# ---- design 1 ----
==> src/rtl/fifo_sync_param_if.sv <==
// Handshake bundle for fifo_sync_param.
//   master : producer/consumer side (drives in_valid, in_data, out_ready)
//   slave  : FIFO side (drives in_ready, out_valid, out_data)
// Ports carried:
//   in_valid, in_data[DATA_W], in_ready    write handshake
//   out_valid, out_data[DATA_W], out_ready read handshake (FWFT)
interface fifo_sync_param_if #(
    parameter int unsigned DATA_W = 32
);
    logic              in_valid;
    logic [DATA_W-1:0] in_data;
    logic              in_ready;
    logic              out_valid;
    logic [DATA_W-1:0] out_data;
    logic              out_ready;

    modport master (
        output in_valid, in_data, out_ready,
        input  in_ready, out_valid, out_data
    );

    modport slave (
        input  in_valid, in_data, out_ready,
        output in_ready, out_valid, out_data
    );
endinterface

==> src/rtl/fifo_sync_param.sv <==
// Parametrised synchronous FIFO with first-word-fall-through read.
// Buffers words between the host/stimulus side and the AES core.
// Ports:
//   clk          rising-edge clock
//   rst_n        asynchronous active-low reset
//   flush        synchronous clear of contents, count and pointers
//   err_clr      clears overflow; reloads hwm with the next occupancy
//   bus          valid/ready handshakes (slave modport of fifo_sync_param_if)
//   count        occupancy 0..DEPTH
//   almost_full  count >= AFULL_TH
//   almost_empty count <= AEMPTY_TH
//   overflow     sticky: write attempted while full
//   hwm          highest occupancy since reset/err_clr
module fifo_sync_param #(
    parameter int unsigned DATA_W    = 32,
    parameter int unsigned DEPTH     = 16,
    parameter int unsigned AFULL_TH  = DEPTH - 4,
    parameter int unsigned AEMPTY_TH = 2
) (
    input  logic                   clk,
    input  logic                   rst_n,
    input  logic                   flush,
    input  logic                   err_clr,
    fifo_sync_param_if.slave       bus,
    output logic [$clog2(DEPTH):0] count,
    output logic                   almost_full,
    output logic                   almost_empty,
    output logic                   overflow,
    output logic [$clog2(DEPTH):0] hwm
);
    localparam int unsigned AW = $clog2(DEPTH);
    localparam int unsigned CW = AW + 1;
    localparam logic [AW:0] AFULL_LVL  = CW'(AFULL_TH);
    localparam logic [AW:0] AEMPTY_LVL = CW'(AEMPTY_TH);

    if (DEPTH < 2 || (DEPTH & (DEPTH - 1)) != 0) begin : g_bad_depth
        $error("fifo_sync_param: DEPTH must be a power of two >= 2");
    end
    if (DATA_W < 1) begin : g_bad_width
        $error("fifo_sync_param: DATA_W must be >= 1");
    end
    if (AFULL_TH < 1 || AFULL_TH > DEPTH || AEMPTY_TH > DEPTH - 1) begin : g_bad_th
        $error("fifo_sync_param: threshold out of range");
    end

    logic [DATA_W-1:0] mem [DEPTH];

    logic [AW:0] wr_ptr_q, wr_ptr_d;
    logic [AW:0] rd_ptr_q, rd_ptr_d;
    logic [AW:0] count_q, count_d;
    logic [AW:0] hwm_q, hwm_d;
    logic        overflow_q, overflow_d;

    logic full, empty, push, pop, ovf_set;

    // Pointers carry one extra wrap bit so full and empty are distinguishable.
    assign full  = (wr_ptr_q[AW] != rd_ptr_q[AW]) && (wr_ptr_q[AW-1:0] == rd_ptr_q[AW-1:0]);
    assign empty = (wr_ptr_q == rd_ptr_q);

    assign push    = bus.in_valid && !full && !flush;
    assign pop     = !empty && bus.out_ready && !flush;
    assign ovf_set = bus.in_valid && full;

    always_comb begin
        wr_ptr_d = wr_ptr_q;
        rd_ptr_d = rd_ptr_q;
        count_d  = count_q;
        if (flush) begin
            wr_ptr_d = '0;
            rd_ptr_d = '0;
            count_d  = '0;
        end else begin
            if (push) wr_ptr_d = wr_ptr_q + 1'b1;
            if (pop)  rd_ptr_d = rd_ptr_q + 1'b1;
            if (push && !pop)      count_d = count_q + 1'b1;
            else if (pop && !push) count_d = count_q - 1'b1;
        end
    end

    // A new overflow event beats a simultaneous err_clr.
    assign overflow_d = ovf_set || (overflow_q && !err_clr);

    // err_clr restarts tracking from the current level rather than zero.
    always_comb begin
        hwm_d = hwm_q;
        if (err_clr || (count_d > hwm_q)) hwm_d = count_d;
    end

    always_ff @(posedge clk or negedge rst_n) begin
        if (!rst_n) begin
            wr_ptr_q   <= '0;
            rd_ptr_q   <= '0;
            count_q    <= '0;
            hwm_q      <= '0;
            overflow_q <= 1'b0;
        end else begin
            wr_ptr_q   <= wr_ptr_d;
            rd_ptr_q   <= rd_ptr_d;
            count_q    <= count_d;
            hwm_q      <= hwm_d;
            overflow_q <= overflow_d;
        end
    end

    // Storage is deliberately not reset.
    always_ff @(posedge clk) begin
        if (push) mem[wr_ptr_q[AW-1:0]] <= bus.in_data;
    end

    assign bus.in_ready  = !full;
    assign bus.out_valid = !empty;
    assign bus.out_data  = empty ? '0 : mem[rd_ptr_q[AW-1:0]];

    assign count        = count_q;
    assign almost_full  = (count_q >= AFULL_LVL);
    assign almost_empty = (count_q <= AEMPTY_LVL);
    assign overflow     = overflow_q;
    assign hwm          = hwm_q;
endmodule

==> src/flat_wrapper.sv <==
// flat-port wrapper written by rule: the top's interface ports become plain ports
module fifo_sync_param_flat 
#(
    parameter int unsigned DATA_W    = 32,
    parameter int unsigned DEPTH     = 16,
    parameter int unsigned AFULL_TH  = DEPTH - 4,
    parameter int unsigned AEMPTY_TH = 2
)
  (clk, rst_n, flush, err_clr, count, almost_full, almost_empty, overflow, hwm, bus_in_valid, bus_in_data, bus_out_ready, bus_in_ready, bus_out_valid, bus_out_data);
  fifo_sync_param_if #(.DATA_W(DATA_W)) bus_i ();
  input  logic clk;
  input  logic rst_n;
  input  logic flush;
  input  logic err_clr;
  output logic [$clog2(DEPTH):0] count;
  output logic almost_full;
  output logic almost_empty;
  output logic overflow;
  output logic [$clog2(DEPTH):0] hwm;
  input wire logic [$bits(bus_i.in_valid)-1:0] bus_in_valid;
  input wire logic [$bits(bus_i.in_data)-1:0] bus_in_data;
  input wire logic [$bits(bus_i.out_ready)-1:0] bus_out_ready;
  output wire logic [$bits(bus_i.in_ready)-1:0] bus_in_ready;
  output wire logic [$bits(bus_i.out_valid)-1:0] bus_out_valid;
  output wire logic [$bits(bus_i.out_data)-1:0] bus_out_data;
  assign bus_i.in_valid = bus_in_valid;
  assign bus_i.in_data = bus_in_data;
  assign bus_i.out_ready = bus_out_ready;
  assign bus_in_ready = bus_i.in_ready;
  assign bus_out_valid = bus_i.out_valid;
  assign bus_out_data = bus_i.out_data;
  fifo_sync_param #(.DATA_W(DATA_W), .DEPTH(DEPTH), .AFULL_TH(AFULL_TH), .AEMPTY_TH(AEMPTY_TH)) u_core (.clk(clk), .rst_n(rst_n), .flush(flush), .err_clr(err_clr), .bus(bus_i), .count(count), .almost_full(almost_full), .almost_empty(almost_empty), .overflow(overflow), .hwm(hwm));
endmodule
==> config.mk <==
export PLATFORM = sky130hd
export DESIGN_NAME = fifo_sync_param_flat
export DESIGN_NICKNAME = d
export VERILOG_FILES = /design/src/rtl/fifo_sync_param_if.sv /design/src/rtl/fifo_sync_param.sv /design/src/flat_wrapper.sv
export SDC_FILE = /design/constraint.sdc
export NUM_CORES = 1
export LEC_CHECK = 0
export CORE_MARGIN = 2
export CORE_UTILIZATION = 30
export DETAILED_ROUTE_END_ITERATION = 16
export PLACE_DENSITY_LB_ADDON = 0.1
export SYNTH_ARGS = -nofsm -noshare
export SYNTH_HDL_FRONTEND = slang
export SYNTH_SLANG_ARGS = --single-unit
==> constraint.sdc <==
create_clock -name clk -period 10.05 [get_ports clk]
set_input_delay 2.01 -clock clk [delete_from_list [all_inputs] [get_ports clk]]
set_output_delay 2.01 -clock clk [all_outputs]
set_load 0.02 [all_outputs]
# ---- design 2 ----
[config.mk]
export PLATFORM = sky130hd
export DESIGN_NAME = uart_tx
export DESIGN_NICKNAME = d
export VERILOG_FILES = /design/src/rtl/uart_tx.sv
export SDC_FILE = /design/constraint.sdc
export NUM_CORES = 1
export LEC_CHECK = 0
export ABC_AREA = 1
export ABC_CLOCK_PERIOD_IN_PS = 1900
export CAP_MARGIN = 15
export CORE_MARGIN = 3
export CORE_UTILIZATION = 41
export CTS_BUF_LIST = sky130_fd_sc_hd__clkbuf_4
export CTS_CLUSTER_SIZE = 14
export DETAILED_ROUTE_END_ITERATION = 8
export SLEW_MARGIN = 20
export SYNTH_ARGS = -nofsm -noshare
export SYNTH_HDL_FRONTEND = slang
export SYNTH_SLANG_ARGS = --single-unit
[constraint.sdc]
create_clock -name clk -period 1.9 [get_ports clk]
set_input_delay 0.38 -clock clk [delete_from_list [all_inputs] [get_ports clk]]
set_output_delay 0.38 -clock clk [all_outputs]
set_load 0.005 [all_outputs]
[src/rtl/uart_tx.sv]
// 8-bit UART transmitter with a one-entry holding buffer and optional parity.
// Frames: start(0), data LSB first, optional parity, stop(1); each bit CLOCKS_PER_BIT cycles.
module uart_tx #(
  parameter int CLOCK_SPEED    = 100_000_000,
  parameter int BAUD_RATE      = 9600,
  parameter int CLOCKS_PER_BIT = CLOCK_SPEED / BAUD_RATE,
  parameter int PARITY         = 0
) (
  input  logic       clk,
  input  logic       rst,
  input  logic [7:0] tx_data,
  input  logic       tx_valid,
  output logic       tx_ready,
  output logic       tx,
  output logic       tx_busy,
  output logic       tx_done
);

  localparam int CPB = (CLOCKS_PER_BIT < 2) ? 2 : CLOCKS_PER_BIT;
  localparam int CW  = $clog2(CPB);
  localparam logic [CW-1:0] CNT_LAST = CW'(CPB - 1);
  localparam logic HAS_PAR = (PARITY != 0);
  localparam logic ODD_PAR = (PARITY == 2);

  typedef enum logic [2:0] {
    ST_IDLE,
    ST_START,
    ST_DATA,
    ST_PARITY,
    ST_STOP
  } state_t;

  state_t        r_state;
  logic [CW-1:0] r_cnt;
  logic [2:0]    r_bit_idx;
  logic [7:0]    r_shift;
  logic          r_par;
  logic [7:0]    r_buf_data;
  logic          r_buf_full;
  logic          r_ready;
  logic          r_tx;
  logic          r_busy;
  logic          r_done;

  state_t        w_state_next;
  logic [CW-1:0] w_cnt_next;
  logic [2:0]    w_bit_idx_next;
  logic [7:0]    w_shift_next;
  logic          w_par_next;
  logic [7:0]    w_buf_data_next;
  logic          w_buf_full_next;
  logic          w_tx_next;
  logic          w_busy_next;
  logic          w_done_next;
  logic          w_load;
  logic          w_accept;
  logic          w_bit_end;

  assign w_accept  = tx_valid & r_ready;
  assign w_bit_end = (r_cnt == CNT_LAST);

  always_comb begin
    w_state_next   = r_state;
    w_cnt_next     = r_cnt + 1'b1;
    w_bit_idx_next = r_bit_idx;
    w_shift_next   = r_shift;
    w_load         = 1'b0;

    case (r_state)
      ST_IDLE: begin
        w_cnt_next = '0;
        if (r_buf_full) begin
          w_load       = 1'b1;
          w_state_next = ST_START;
        end
      end
      ST_START: begin
        if (w_bit_end) begin
          w_cnt_next     = '0;
          w_bit_idx_next = 3'd0;
          w_state_next   = ST_DATA;
        end
      end
      ST_DATA: begin
        if (w_bit_end) begin
          w_cnt_next   = '0;
          w_shift_next = {1'b0, r_shift[7:1]};
          if (r_bit_idx == 3'd7) begin
            w_state_next = HAS_PAR ? ST_PARITY : ST_STOP;
          end else begin
            w_bit_idx_next = r_bit_idx + 3'd1;
          end
        end
      end
      ST_PARITY: begin
        if (w_bit_end) begin
          w_cnt_next   = '0;
          w_state_next = ST_STOP;
        end
      end
      ST_STOP: begin
        if (w_bit_end) begin
          w_cnt_next = '0;
          // A buffered byte chains straight into the next start bit.
          if (r_buf_full) begin
            w_load       = 1'b1;
            w_state_next = ST_START;
          end else begin
            w_state_next = ST_IDLE;
          end
        end
      end
      default: begin
        w_cnt_next   = '0;
        w_state_next = ST_IDLE;
      end
    endcase

    if (w_load) begin
      w_shift_next = r_buf_data;
    end
    w_par_next = w_load ? ((^r_buf_data) ^ ODD_PAR) : r_par;

    w_buf_data_next = w_accept ? tx_data : r_buf_data;
    w_buf_full_next = w_accept ? 1'b1 : (w_load ? 1'b0 : r_buf_full);

    // Outputs are decoded from the next state so they can be registered.
    case (w_state_next)
      ST_START:  w_tx_next = 1'b0;
      ST_DATA:   w_tx_next = w_shift_next[0];
      ST_PARITY: w_tx_next = w_par_next;
      default:   w_tx_next = 1'b1;
    endcase
    w_busy_next = (w_state_next != ST_IDLE);
    w_done_next = (w_state_next == ST_STOP) && (w_cnt_next == CNT_LAST);
  end

  always_ff @(posedge clk) begin
    if (rst) begin
      r_state    <= ST_IDLE;
      r_cnt      <= '0;
      r_bit_idx  <= 3'd0;
      r_shift    <= 8'd0;
      r_par      <= 1'b0;
      r_buf_data <= 8'd0;
      r_buf_full <= 1'b0;
      r_ready    <= 1'b1;
      r_tx       <= 1'b1;
      r_busy     <= 1'b0;
      r_done     <= 1'b0;
    end else begin
      r_state    <= w_state_next;
      r_cnt      <= w_cnt_next;
      r_bit_idx  <= w_bit_idx_next;
      r_shift    <= w_shift_next;
      r_par      <= w_par_next;
      r_buf_data <= w_buf_data_next;
      r_buf_full <= w_buf_full_next;
      r_ready    <= ~w_buf_full_next;
      r_tx       <= w_tx_next;
      r_busy     <= w_busy_next;
      r_done     <= w_done_next;
    end
  end

  assign tx_ready = r_ready;
  assign tx       = r_tx;
  assign tx_busy  = r_busy;
  assign tx_done  = r_done;

endmodule

# ---- design 3 ----
$ cat src/rtl/weighted_sum_pkg.sv
// Shared widths, limits and state encoding for the weighted-sum splitter.
// S = 2a + b + 2c + d, so the largest representable sum is 6 * NIBBLE_MAX.
package weighted_sum_pkg;

  localparam int NIBBLE_W   = 4;
  localparam int SUM_W      = 8;
  localparam int NIBBLE_MAX = (1 << NIBBLE_W) - 1;
  localparam int MAX_SUM    = 6 * NIBBLE_MAX;

  localparam logic [SUM_W-1:0]    NIBBLE_MAX_S = SUM_W'(NIBBLE_MAX);
  localparam logic [SUM_W-1:0]    MAX_SUM_S    = SUM_W'(MAX_SUM);
  localparam logic [NIBBLE_W-1:0] NIBBLE_MAX_N = NIBBLE_W'(NIBBLE_MAX);

  typedef enum logic [2:0] {
    IDLE   = 3'd0,
    CALC_A = 3'd1,
    CALC_C = 3'd2,
    CALC_B = 3'd3,
    CALC_D = 3'd4,
    DONE   = 3'd5
  } state_t;

endpackage

$ cat src/rtl/nibble_take.sv
// Greedy extraction of one operand from the remaining sum.
// shift=1 handles weight-2 operands (a, c); shift=0 handles weight-1 operands (b, d).
module nibble_take
  import weighted_sum_pkg::*;
(
  input  logic [SUM_W-1:0]    rem,
  input  logic                shift,
  output logic [NIBBLE_W-1:0] take,
  output logic [SUM_W-1:0]    rem_next
);

  logic [SUM_W-1:0] scaled;
  logic [SUM_W-1:0] take_ext;
  logic [SUM_W-1:0] weighted;

  always_comb begin
    scaled   = shift ? (rem >> 1) : rem;
    take     = (scaled > NIBBLE_MAX_S) ? NIBBLE_MAX_N : scaled[NIBBLE_W-1:0];
    take_ext = SUM_W'(take);
    weighted = shift ? {take_ext[SUM_W-2:0], 1'b0} : take_ext;
    // weighted <= rem by construction of take, so this never wraps
    rem_next = rem - weighted;
  end

endmodule

$ cat src/rtl/weighted_sum_splitter.sv
// Splits an 8-bit sum S into nibbles a, b, c, d with 2a + b + 2c + d == S.
// Operands are extracted greedily in the order a, c, b, d; out-of-range S reports o_err.
//
// state  | meaning
// IDLE   | waiting for a sum, o_ready high
// CALC_A | extract a (weight 2) from rem
// CALC_C | extract c (weight 2) from rem
// CALC_B | extract b (weight 1) from rem
// CALC_D | remainder becomes d
// DONE   | result presented, held until i_ready
module weighted_sum_splitter
  import weighted_sum_pkg::*;
(
  input  logic                clk,
  input  logic                clr_n,
  input  logic [SUM_W-1:0]    i_sum,
  input  logic                i_valid,
  output logic                o_ready,
  output logic [NIBBLE_W-1:0] o_a,
  output logic [NIBBLE_W-1:0] o_b,
  output logic [NIBBLE_W-1:0] o_c,
  output logic [NIBBLE_W-1:0] o_d,
  output logic                o_err,
  output logic                o_valid,
  input  logic                i_ready
);

  state_t              state_q;
  state_t              state_d;
  logic [SUM_W-1:0]    rem_q;
  logic [NIBBLE_W-1:0] take;
  logic [SUM_W-1:0]    rem_next;
  logic                shift;
  logic                accept;
  logic                legal;

  assign o_ready = (state_q == IDLE);
  assign o_valid = (state_q == DONE);
  assign accept  = i_valid && o_ready;
  assign legal   = (i_sum <= MAX_SUM_S);
  assign shift   = (state_q == CALC_A) || (state_q == CALC_C);

  nibble_take u_take (
    .rem      (rem_q),
    .shift    (shift),
    .take     (take),
    .rem_next (rem_next)
  );

  always_ff @(posedge clk or negedge clr_n) begin
    if (!clr_n) state_q <= IDLE;
    else        state_q <= state_d;
  end

  always_comb begin
    state_d = state_q;
    unique case (state_q)
      IDLE:    if (accept) state_d = legal ? CALC_A : DONE;
      CALC_A:  state_d = CALC_C;
      CALC_C:  state_d = CALC_B;
      CALC_B:  state_d = CALC_D;
      CALC_D:  state_d = DONE;
      DONE:    if (i_ready) state_d = IDLE;
      default: state_d = IDLE;
    endcase
  end

  always_ff @(posedge clk or negedge clr_n) begin
    if (!clr_n) begin
      rem_q <= '0;
      o_a   <= '0;
      o_b   <= '0;
      o_c   <= '0;
      o_d   <= '0;
      o_err <= 1'b0;
    end else begin
      unique case (state_q)
        IDLE: begin
          if (accept) begin
            if (legal) begin
              rem_q <= i_sum;
              o_err <= 1'b0;
            end else begin
              o_a   <= '0;
              o_b   <= '0;
              o_c   <= '0;
              o_d   <= '0;
              o_err <= 1'b1;
            end
          end
        end
        CALC_A: begin
          o_a   <= take;
          rem_q <= rem_next;
        end
        CALC_C: begin
          o_c   <= take;
          rem_q <= rem_next;
        end
        CALC_B: begin
          o_b   <= take;
          rem_q <= rem_next;
        end
        CALC_D: begin
          o_d   <= take;
          rem_q <= rem_next;
        end
        default: ;
      endcase
    end
  end

endmodule

$ cat config.mk
export PLATFORM = sky130hd
export DESIGN_NAME = weighted_sum_splitter
export DESIGN_NICKNAME = d
export VERILOG_FILES = /design/src/rtl/weighted_sum_pkg.sv /design/src/rtl/nibble_take.sv /design/src/rtl/weighted_sum_splitter.sv
export SDC_FILE = /design/constraint.sdc
export NUM_CORES = 1
export LEC_CHECK = 0
export CORE_ASPECT_RATIO = 1.1
export CORE_MARGIN = 5
export CORE_UTILIZATION = 40
export DETAILED_ROUTE_END_ITERATION = 6
export PLACE_DENSITY = 0.7
export REMOVE_ABC_BUFFERS = 1
export SLEW_MARGIN = 15
export SYNTH_ARGS = -nofsm -noshare
export SYNTH_HDL_FRONTEND = slang
export SYNTH_HIERARCHICAL = 1
export SYNTH_SLANG_ARGS = --single-unit
$ cat constraint.sdc
create_clock -name clk -period 6.7 [get_ports clk]
set_input_delay 2.01 -clock clk [delete_from_list [all_inputs] [get_ports clk]]
set_output_delay 2.01 -clock clk [all_outputs]
set_load 0.02 [all_outputs]
# ---- design 4 ----
===== config.mk =====
export PLATFORM = sky130hd
export DESIGN_NAME = ram_stream_reader
export DESIGN_NICKNAME = d
export VERILOG_FILES = /design/src/rtl/ram_stream_pkg.sv /design/src/rtl/ram_addr_wrap_counter.sv /design/src/rtl/ram_stream_reader.sv
export SDC_FILE = /design/constraint.sdc
export NUM_CORES = 1
export LEC_CHECK = 0
export CORE_MARGIN = 8
export CORE_UTILIZATION = 47
export CTS_CLUSTER_SIZE = 16
export DETAILED_ROUTE_END_ITERATION = 16
export HOLD_SLACK_MARGIN = 0.06
export MAX_ROUTING_LAYER = met4
export PLACE_DENSITY = 0.92
export SLEW_MARGIN = 20
export SYNTH_ARGS = -nofsm -noshare
export SYNTH_HDL_FRONTEND = slang
export SYNTH_HIERARCHICAL = 1
export SYNTH_SLANG_ARGS = --single-unit

===== constraint.sdc =====
create_clock -name clk_i -period 3.5 [get_ports clk_i]
set_input_delay 0.7 -clock clk_i [delete_from_list [all_inputs] [get_ports clk_i]]
set_output_delay 0.7 -clock clk_i [all_outputs]
set_load 0.02 [all_outputs]

===== src/rtl/ram_stream_pkg.sv =====
// Shared types and width helpers for the RAM stream reader/writer family.
package ram_stream_pkg;

   typedef enum logic [1:0] {
      IDLE  = 2'd0,
      FETCH = 2'd1,
      DRAIN = 2'd2
   } state_t;

   // Clamped to one bit so a single-word RAM still gets a legal address port.
   function automatic int addr_width(input int depth);
      return (depth > 1) ? $clog2(depth) : 1;
   endfunction

   function automatic int len_width(input int depth);
      return $clog2(depth + 1);
   endfunction

endpackage


===== src/rtl/ram_addr_wrap_counter.sv =====
// Loadable RAM address counter that wraps at depth_p-1, so depth need not be a power of two.
module ram_addr_wrap_counter
   import ram_stream_pkg::*;
#(
   parameter int depth_p = 8,
   localparam int aw_lp = addr_width(depth_p)
) (
   input  logic             clk_i,
   input  logic             reset_ni,
   input  logic             load,
   input  logic [aw_lp-1:0] load_value,
   input  logic             incr,
   output logic [aw_lp-1:0] value
);

   always_ff @(posedge clk_i or negedge reset_ni) begin
      if (!reset_ni) begin
         value <= '0;
      end else if (load) begin
         value <= load_value;
      end else if (incr) begin
         value <= (value == aw_lp'(depth_p - 1)) ? '0 : value + aw_lp'(1);
      end
   end

endmodule


===== src/rtl/ram_stream_reader.sv =====
// Read-side master for an async-read RAM: takes an (address, length) command and
// streams the words out through a registered ready/valid port with a last marker.
module ram_stream_reader
   import ram_stream_pkg::*;
#(
   parameter int width_p = 8,
   parameter int depth_p = 8,
   localparam int aw_lp = addr_width(depth_p),
   localparam int lw_lp = len_width(depth_p)
) (
   input  logic               clk_i,
   input  logic               reset_ni,
   input  logic               cmd_valid_i,
   output logic               cmd_ready_o,
   input  logic [aw_lp-1:0]   cmd_addr_i,
   input  logic [lw_lp-1:0]   cmd_len_i,
   output logic [aw_lp-1:0]   rd_addr_o,
   input  logic [width_p-1:0] rd_data_i,
   output logic               data_valid_o,
   input  logic               data_ready_i,
   output logic [width_p-1:0] data_o,
   output logic               data_last_o,
   output logic               busy_o
);

   state_t             state_r;
   logic [lw_lp-1:0]   remaining_r;
   logic [aw_lp-1:0]   addr_r;
   logic               cmd_ready_r;
   logic               data_valid_r;
   logic               data_last_r;
   logic [width_p-1:0] data_r;

   logic accept;
   logic start;
   logic load;

   assign accept = cmd_valid_i && cmd_ready_r;
   assign start  = accept && (cmd_len_i != '0);
   // The output register refills whenever it is empty or its beat is leaving this cycle.
   assign load   = (state_r == FETCH) && (!data_valid_r || data_ready_i) && (remaining_r != '0);

   ram_addr_wrap_counter #(
      .depth_p(depth_p)
   ) u_addr (
      .clk_i     (clk_i),
      .reset_ni  (reset_ni),
      .load      (start),
      .load_value(cmd_addr_i),
      .incr      (load),
      .value     (addr_r)
   );

   assign rd_addr_o    = addr_r;
   assign cmd_ready_o  = cmd_ready_r;
   assign data_valid_o = data_valid_r;
   assign data_o       = data_r;
   assign data_last_o  = data_last_r;
   assign busy_o       = (state_r != IDLE);

   always_ff @(posedge clk_i or negedge reset_ni) begin
      if (!reset_ni) begin
         state_r      <= IDLE;
         remaining_r  <= '0;
         cmd_ready_r  <= 1'b0;
         data_valid_r <= 1'b0;
         data_last_r  <= 1'b0;
         data_r       <= '0;
      end else begin
         if (load) begin
            data_r       <= rd_data_i;
            data_valid_r <= 1'b1;
            data_last_r  <= (remaining_r == lw_lp'(1));
            remaining_r  <= remaining_r - lw_lp'(1);
         end
         case (state_r)
            IDLE: begin
               cmd_ready_r <= 1'b1;
               if (start) begin
                  remaining_r <= cmd_len_i;
                  cmd_ready_r <= 1'b0;
                  state_r     <= FETCH;
               end
            end
            FETCH: begin
               if (load && (remaining_r == lw_lp'(1))) begin
                  state_r <= DRAIN;
               end
            end
            DRAIN: begin
               if (data_valid_r && data_ready_i) begin
                  data_valid_r <= 1'b0;
                  data_last_r  <= 1'b0;
                  cmd_ready_r  <= 1'b1;
                  state_r      <= IDLE;
               end
            end
            default: begin
               state_r <= IDLE;
            end
         endcase
      end
   end

   // Commands outside the RAM range have no defined behaviour.
   assert property (@(posedge clk_i) disable iff (!reset_ni)
      accept |-> ((32'(cmd_addr_i) < depth_p) && (32'(cmd_len_i) <= depth_p)));

endmodule


==> layout pictures side by side <==
Routed clock nets over the placement.
picture 1
Scale: 4 px per um.
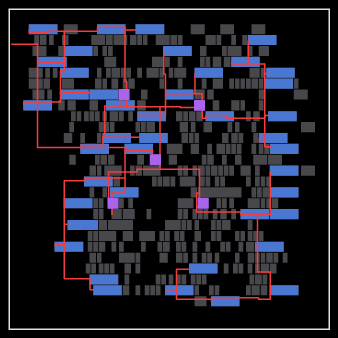
picture 2
Scale: 6 px per um.
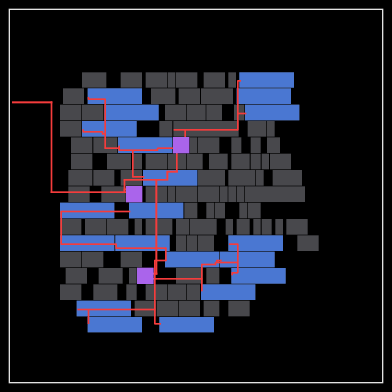
picture 3
Scale: 4 px per um.
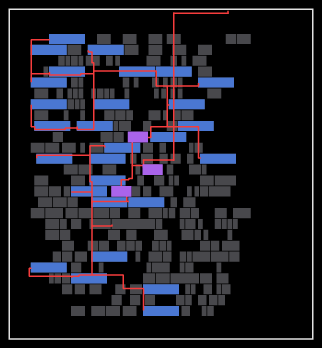
picture 4
Scale: 1.5 px per um.
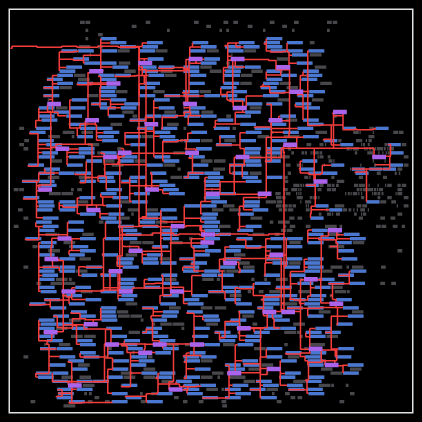
The one with the largest die is picture 4.
The one with the smallest die is picture 2.
For design 4, see picture 2.
For design 3, see picture 3.
For design 1, see picture 4.
For design 2, see picture 1.

Key to picture 4:
legend:
  purple:
    item: cells driving clock nets
    count: 57
  blue:
    item: flip-flops
    count: 533
  red:
    item: clock wires
    length: 6840 um
flops lie: widely spread

### I/O nets highlighted, design 2

Scale: 3 px per um.
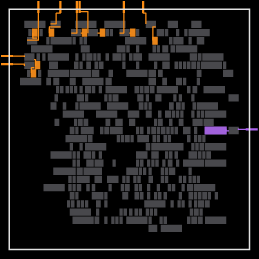
legend:
  purple:
    port: `tx_done`
    direction: output
    edge: east
    end_cells: 1
    buffers: 1
    wire: 4.80 um
  orange:
    port: `tx_data`
    direction: input
    edge: 6 north, 2 west
    end_cells: 8
    buffers: 8
    wire: 84.4 um

==> results_slide.txt, design 2 <==
Key Metrics from the Run

Synthesis
  • Yosys Instances: 336
  • Chip Area, Yosys: 2220 sq um
  • Synth cell count leaders: nand2_1, nor2_1, dfxtp_1
  • MUX area fraction: 0%
  • Dominant Register Cell: dfxtp_1
  • Synth async-reset ratio: 0%
  • Mapped Nets: 350

Outcome
  • Outcome: complete, no violations

STA
  • Peak Freq: 605 MHz
  • Slew Limit Headroom: 81.3%

Detailed routing
  • Met3 wire length: about 160 um
  • DR pass1 iterations: 4
  • M1 WL: 2390 um

Run
  • Max_cap viols: 0

Floorplanning
  • Die X-Extent: 79.6 um
  • N_taps: 70
  • Die area: 6340 sq um

Finish
  • Combinational gates: 246
  • Share of cells above drive strength 1: under 10%

Global route
  • Met1 usage: 22.1%
  • Met2 Use GR: between 20% and 30%
  • Initial antenna violation count: 0

Power and ir drop
  • VDD IR-drop max: 0.456 mV
  • Flop pwr share: 54.2%
  • Sw Pwr: ~450 uW

Worst hold path
  • Hold EP: r_cnt[0]

Clock tree
  • Clk latency late pin: 0.35 ns
  • Hold buffer count at CTS: 0

Worst setup path
  • Worst Setup SP: r_cnt[0]
  • Crit path max fanout: 16

Placed design
  • Number of port buffers: 14
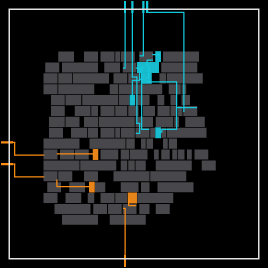
*I/O nets highlighted, design 4*
Scale: 4 px per um.
legend:
  cyan:
    port: `cmd_len_i`
    direction: input
    edge: north
    end_cells: 5
    buffers: 4
    wire: 162 um
  orange:
    port: `cmd_addr_i`
    direction: input
    edge: 2 west, 1 south
    end_cells: 3
    buffers: 3
    wire: 58.2 um

==> results_slide.txt, design 4 <==
Key Metrics from the Run

Outcome
  • Outcome: complete, no violations

Worst hold path
  • Worst min path class: reg2reg
  • Worst Min Path Start: data_o[7]

Clock tree
  • CTS buffer count: 3
  • CTS tree: yes
  • Hold buffer count at CTS: 0
  • Clk pin slew, worst setup/hold paths: roughly 0.12 ns

Global route
  • Overflow after GRT: 0
  • Total track usage: 14.9%

Worst setup path
  • Crit path max fanout: 15
  • Critical path type: in2reg
  • CP max stage delay: 0.58 ns
  • Register-to-register setup slack: 1.34 ns

Synthesis
  • Syn_area_per_cell: 11.7 sq um
  • Dominant Register Cell: dfrtp_1
  • Mapped Nets: around 110
  • Post-synthesis xor/xnor area fraction: less than 1%

Finish
  • Fin nets: 145
  • Non-clk buf share: 24.1%

STA
  • Layout Skew: between 0.01 and 0.015 ns
  • RSZ-0062 raised after global routing: no

Detailed routing
  • Highest Signal Layer: met4
  • Met3 wire length: 152 um

Power and ir drop
  • Flop pwr share: 32.8%

Floorplanning
  • I/O Pins: 34
### Met3 routing, design 3

Scale: 6 px per um. Cells faint in the background.
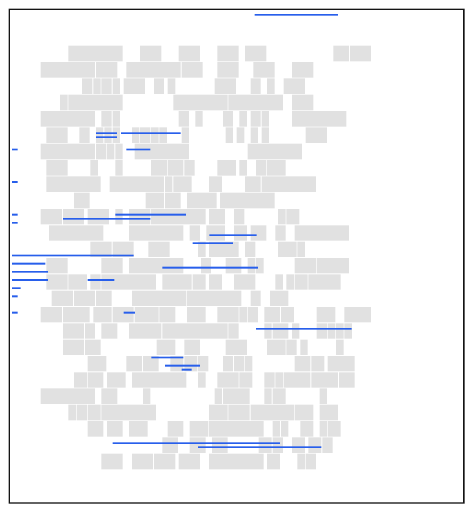
nets with wire on the layer: 26
share of all routed wire: 4.5%

==> results_slide.txt, design 3 <==
Key Metrics from the Run

Finish
  • Share of cells above drive strength 1: 8.30%
  • Non-clk buf share: 14.0%
  • Layout Utilization: 49.8%
  • Largest cell class: logic gates
  • Non-CTS inverters: 7
  • Number of clock buffers in the layout: 3
  • Comb/total area: around half

Synthesis
  • Distinct lib cells: 45
  • Post-synthesis xor/xnor area fraction: 1.39%
  • Adder Share, Synth: 4.24%
  • Basic Gates by Area: 26.0%
  • Main area contributors: dfrtp_1, nand2_1, o21ai_0
  • Yosys Instances: around 220
  • Most area-hungry cell type in the Yosys netlist: dfrtp_1
  • MUX area fraction: 3.78%
  • Syn_area_per_cell: about 8.6 sq um
  • EDFF count, synth: 0
  • Synth async-reset ratio: 100%
  • Cells after synthesis: 219
  • Syn. warnings: 6

Global route
  • Initial antenna violation count: 0
  • Most Crowded Layer GR: met1
  • Met2 Use GR: 23.6%

Floorplanning
  • Fp_density: 40.9%
  • Row cnt: 26
  • Die H: between 80 and 90 um
  • Die X-Extent: 75.5 um
  • N_taps: 56

Power and ir drop
  • Clock share of power: 9.9%
  • Sw Pwr: 624 uW
  • PD cells: 585 nW/um^2

STA
  • Peak Freq: between 200 and 250 MHz
  • Slew Limit Headroom: 56.9%
  • Post-layout min period: between 4 and 5 ns
  • Worst Setup Slack, final: 2.50 ns
  • Layout Skew: 0.00745 ns
  • RSZ-0062 raised after global routing: no
  • Worst slew pin tran: roughly 0.64 ns
  • Final setup TNS: 0 ns

Clock tree
  • H-Tree Depth: 1
  • Clk pin slew, worst setup/hold paths: 0.10 ns
  • Hold buffer count at CTS: 0
  • CTS tree: yes
  • CTS Buffer Depth: 2
  • Clk sink count: 28
  • Clk latency late pin: 0.28 ns

Detailed routing
  • Met2 WL: 2170 um
  • Via count: 1712
  • M1 WL: between 2000 and 2500 um
  • DR pass1 iterations: 4
  • Post-DR vias/cell: a little under 6

Worst setup path
  • Worst Setup SP: state_q[2]
  • Data required, critical path: between 6 and 7 ns
  • Critical path type: reg2reg
  • CP max stage delay: 0.57 ns
  • Critical path's slowest cell: or3b_2
  • Worst r2r src: state_q[2]
  • Setup crit end: rem_q[7]

Placed design
  • GP Congestion: between 0.8 and 0.9
  • Number of port buffers: 30

Outcome
  • Outcome: complete, no violations

Worst hold path
  • Hold path depth: 1
  • Worst min path class: reg2reg
  • Hold EP: o_err

Run
  • Stage-log warning count: 25
  • Max_cap viols: 0
### Cell density map, design 1

Scale: 1.5 px per um. The die is cut into 27 by 27 equal tiles; dark blue is low, red is high, 0 to 100% covered.
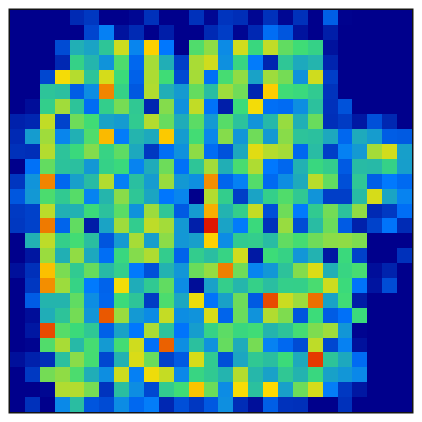
mean over tiles: 33%
fullest tile: 98%
nearly empty tiles: 17%
tiles over 75% full: 3.0%
fp_density: 30.4%
core area: 68800 sq um
Layout Utilization: 35.9%

### Routing congestion map, design 1

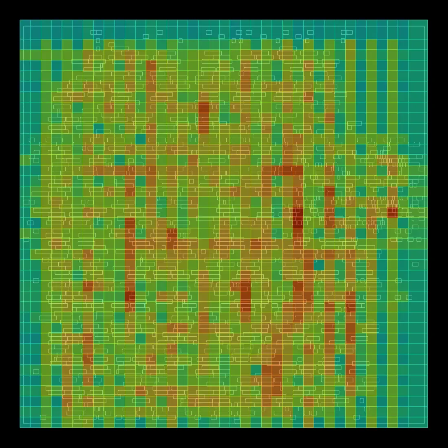
met1 usage: 20.4%
total track usage: 14.5%
Most Crowded Layer GR: met2
DR WL/cell: 25.2 um

==> results_slide.txt, design 1 <==
Key Metrics from the Run

Placed design
  • GP Congestion: 0.721
  • DPL Wire Length: 25400 um

STA
  • Worst Setup Slack, final: 3.36 ns
  • Worst slew pin tran: 0.963 ns
  • Final hold viol count: 0
  • Final worst-path cycle share: between 60% and 70%

Finish
  • Fin nets: between 1000 and 1500
  • Share of cells above drive strength 1: 26.4%
  • N_diodes: 0

Detailed routing
  • M1 WL: about 24000 um
  • Total Routed Length: 50700 um

Synthesis
  • Mapped Nets: 969
  • Syn. warnings: 0
  • Adder Share, Synth: 0.778%
  • Seq/Total Area, Yosys: 76.1%
  • Post-Synthesis Cell Area: 20900 sq um
  • Comb area leader: multiplexers

Worst hold path
  • Hold EP: u_core.hwm[4]
  • Worst Min Path Start: u_core.hwm[4]

Global route
  • Overflow after GRT: 0

Power and ir drop
  • Switching Share: about a quarter
  • Flop pwr share: 47.8%

Clock tree
  • CTS tree: yes
  • CTS buffer count: 57

Worst setup path
  • Setup crit end: bus_out_data[3]
  • Count of buffer and inverter cells on the critical path: 3

Outcome
  • Outcome: complete, no violations


==> layout pictures side by side <==
Cell density map.
shot_01.png
Scale: 4 px per um. The die is cut into 8 by 8 equal tiles; dark blue is low, red is high, 0 to 100% covered.
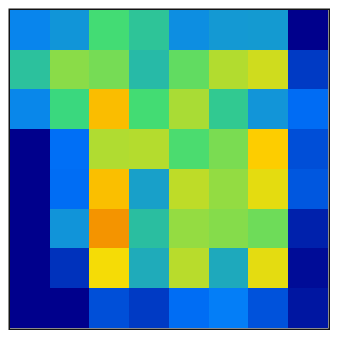
shot_02.png
Scale: 6 px per um. The die is cut into 6 by 6 equal tiles; dark blue is low, red is high, 0 to 100% covered.
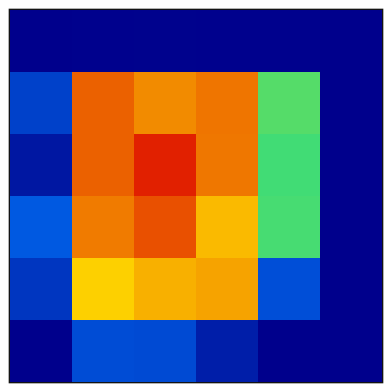
shot_03.png
Scale: 4 px per um. The die is cut into 8 by 8 equal tiles; dark blue is low, red is high, 0 to 100% covered.
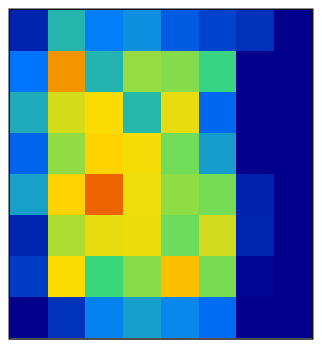
Design 4 is shot_02.png.
Design 2 is shot_01.png.
Design 3 is shot_03.png.
The one with the smallest die is shot_02.png.
The one with the highest utilization is shot_02.png.

Key to shot_02.png:
fullest tile: 96%
densest ninth of the die: centre
mean over tiles: 36%
tiles over 75% full: 33%
emptiest ninth of the die: south-east

Power is estimated from default activity; no workload was simulated.
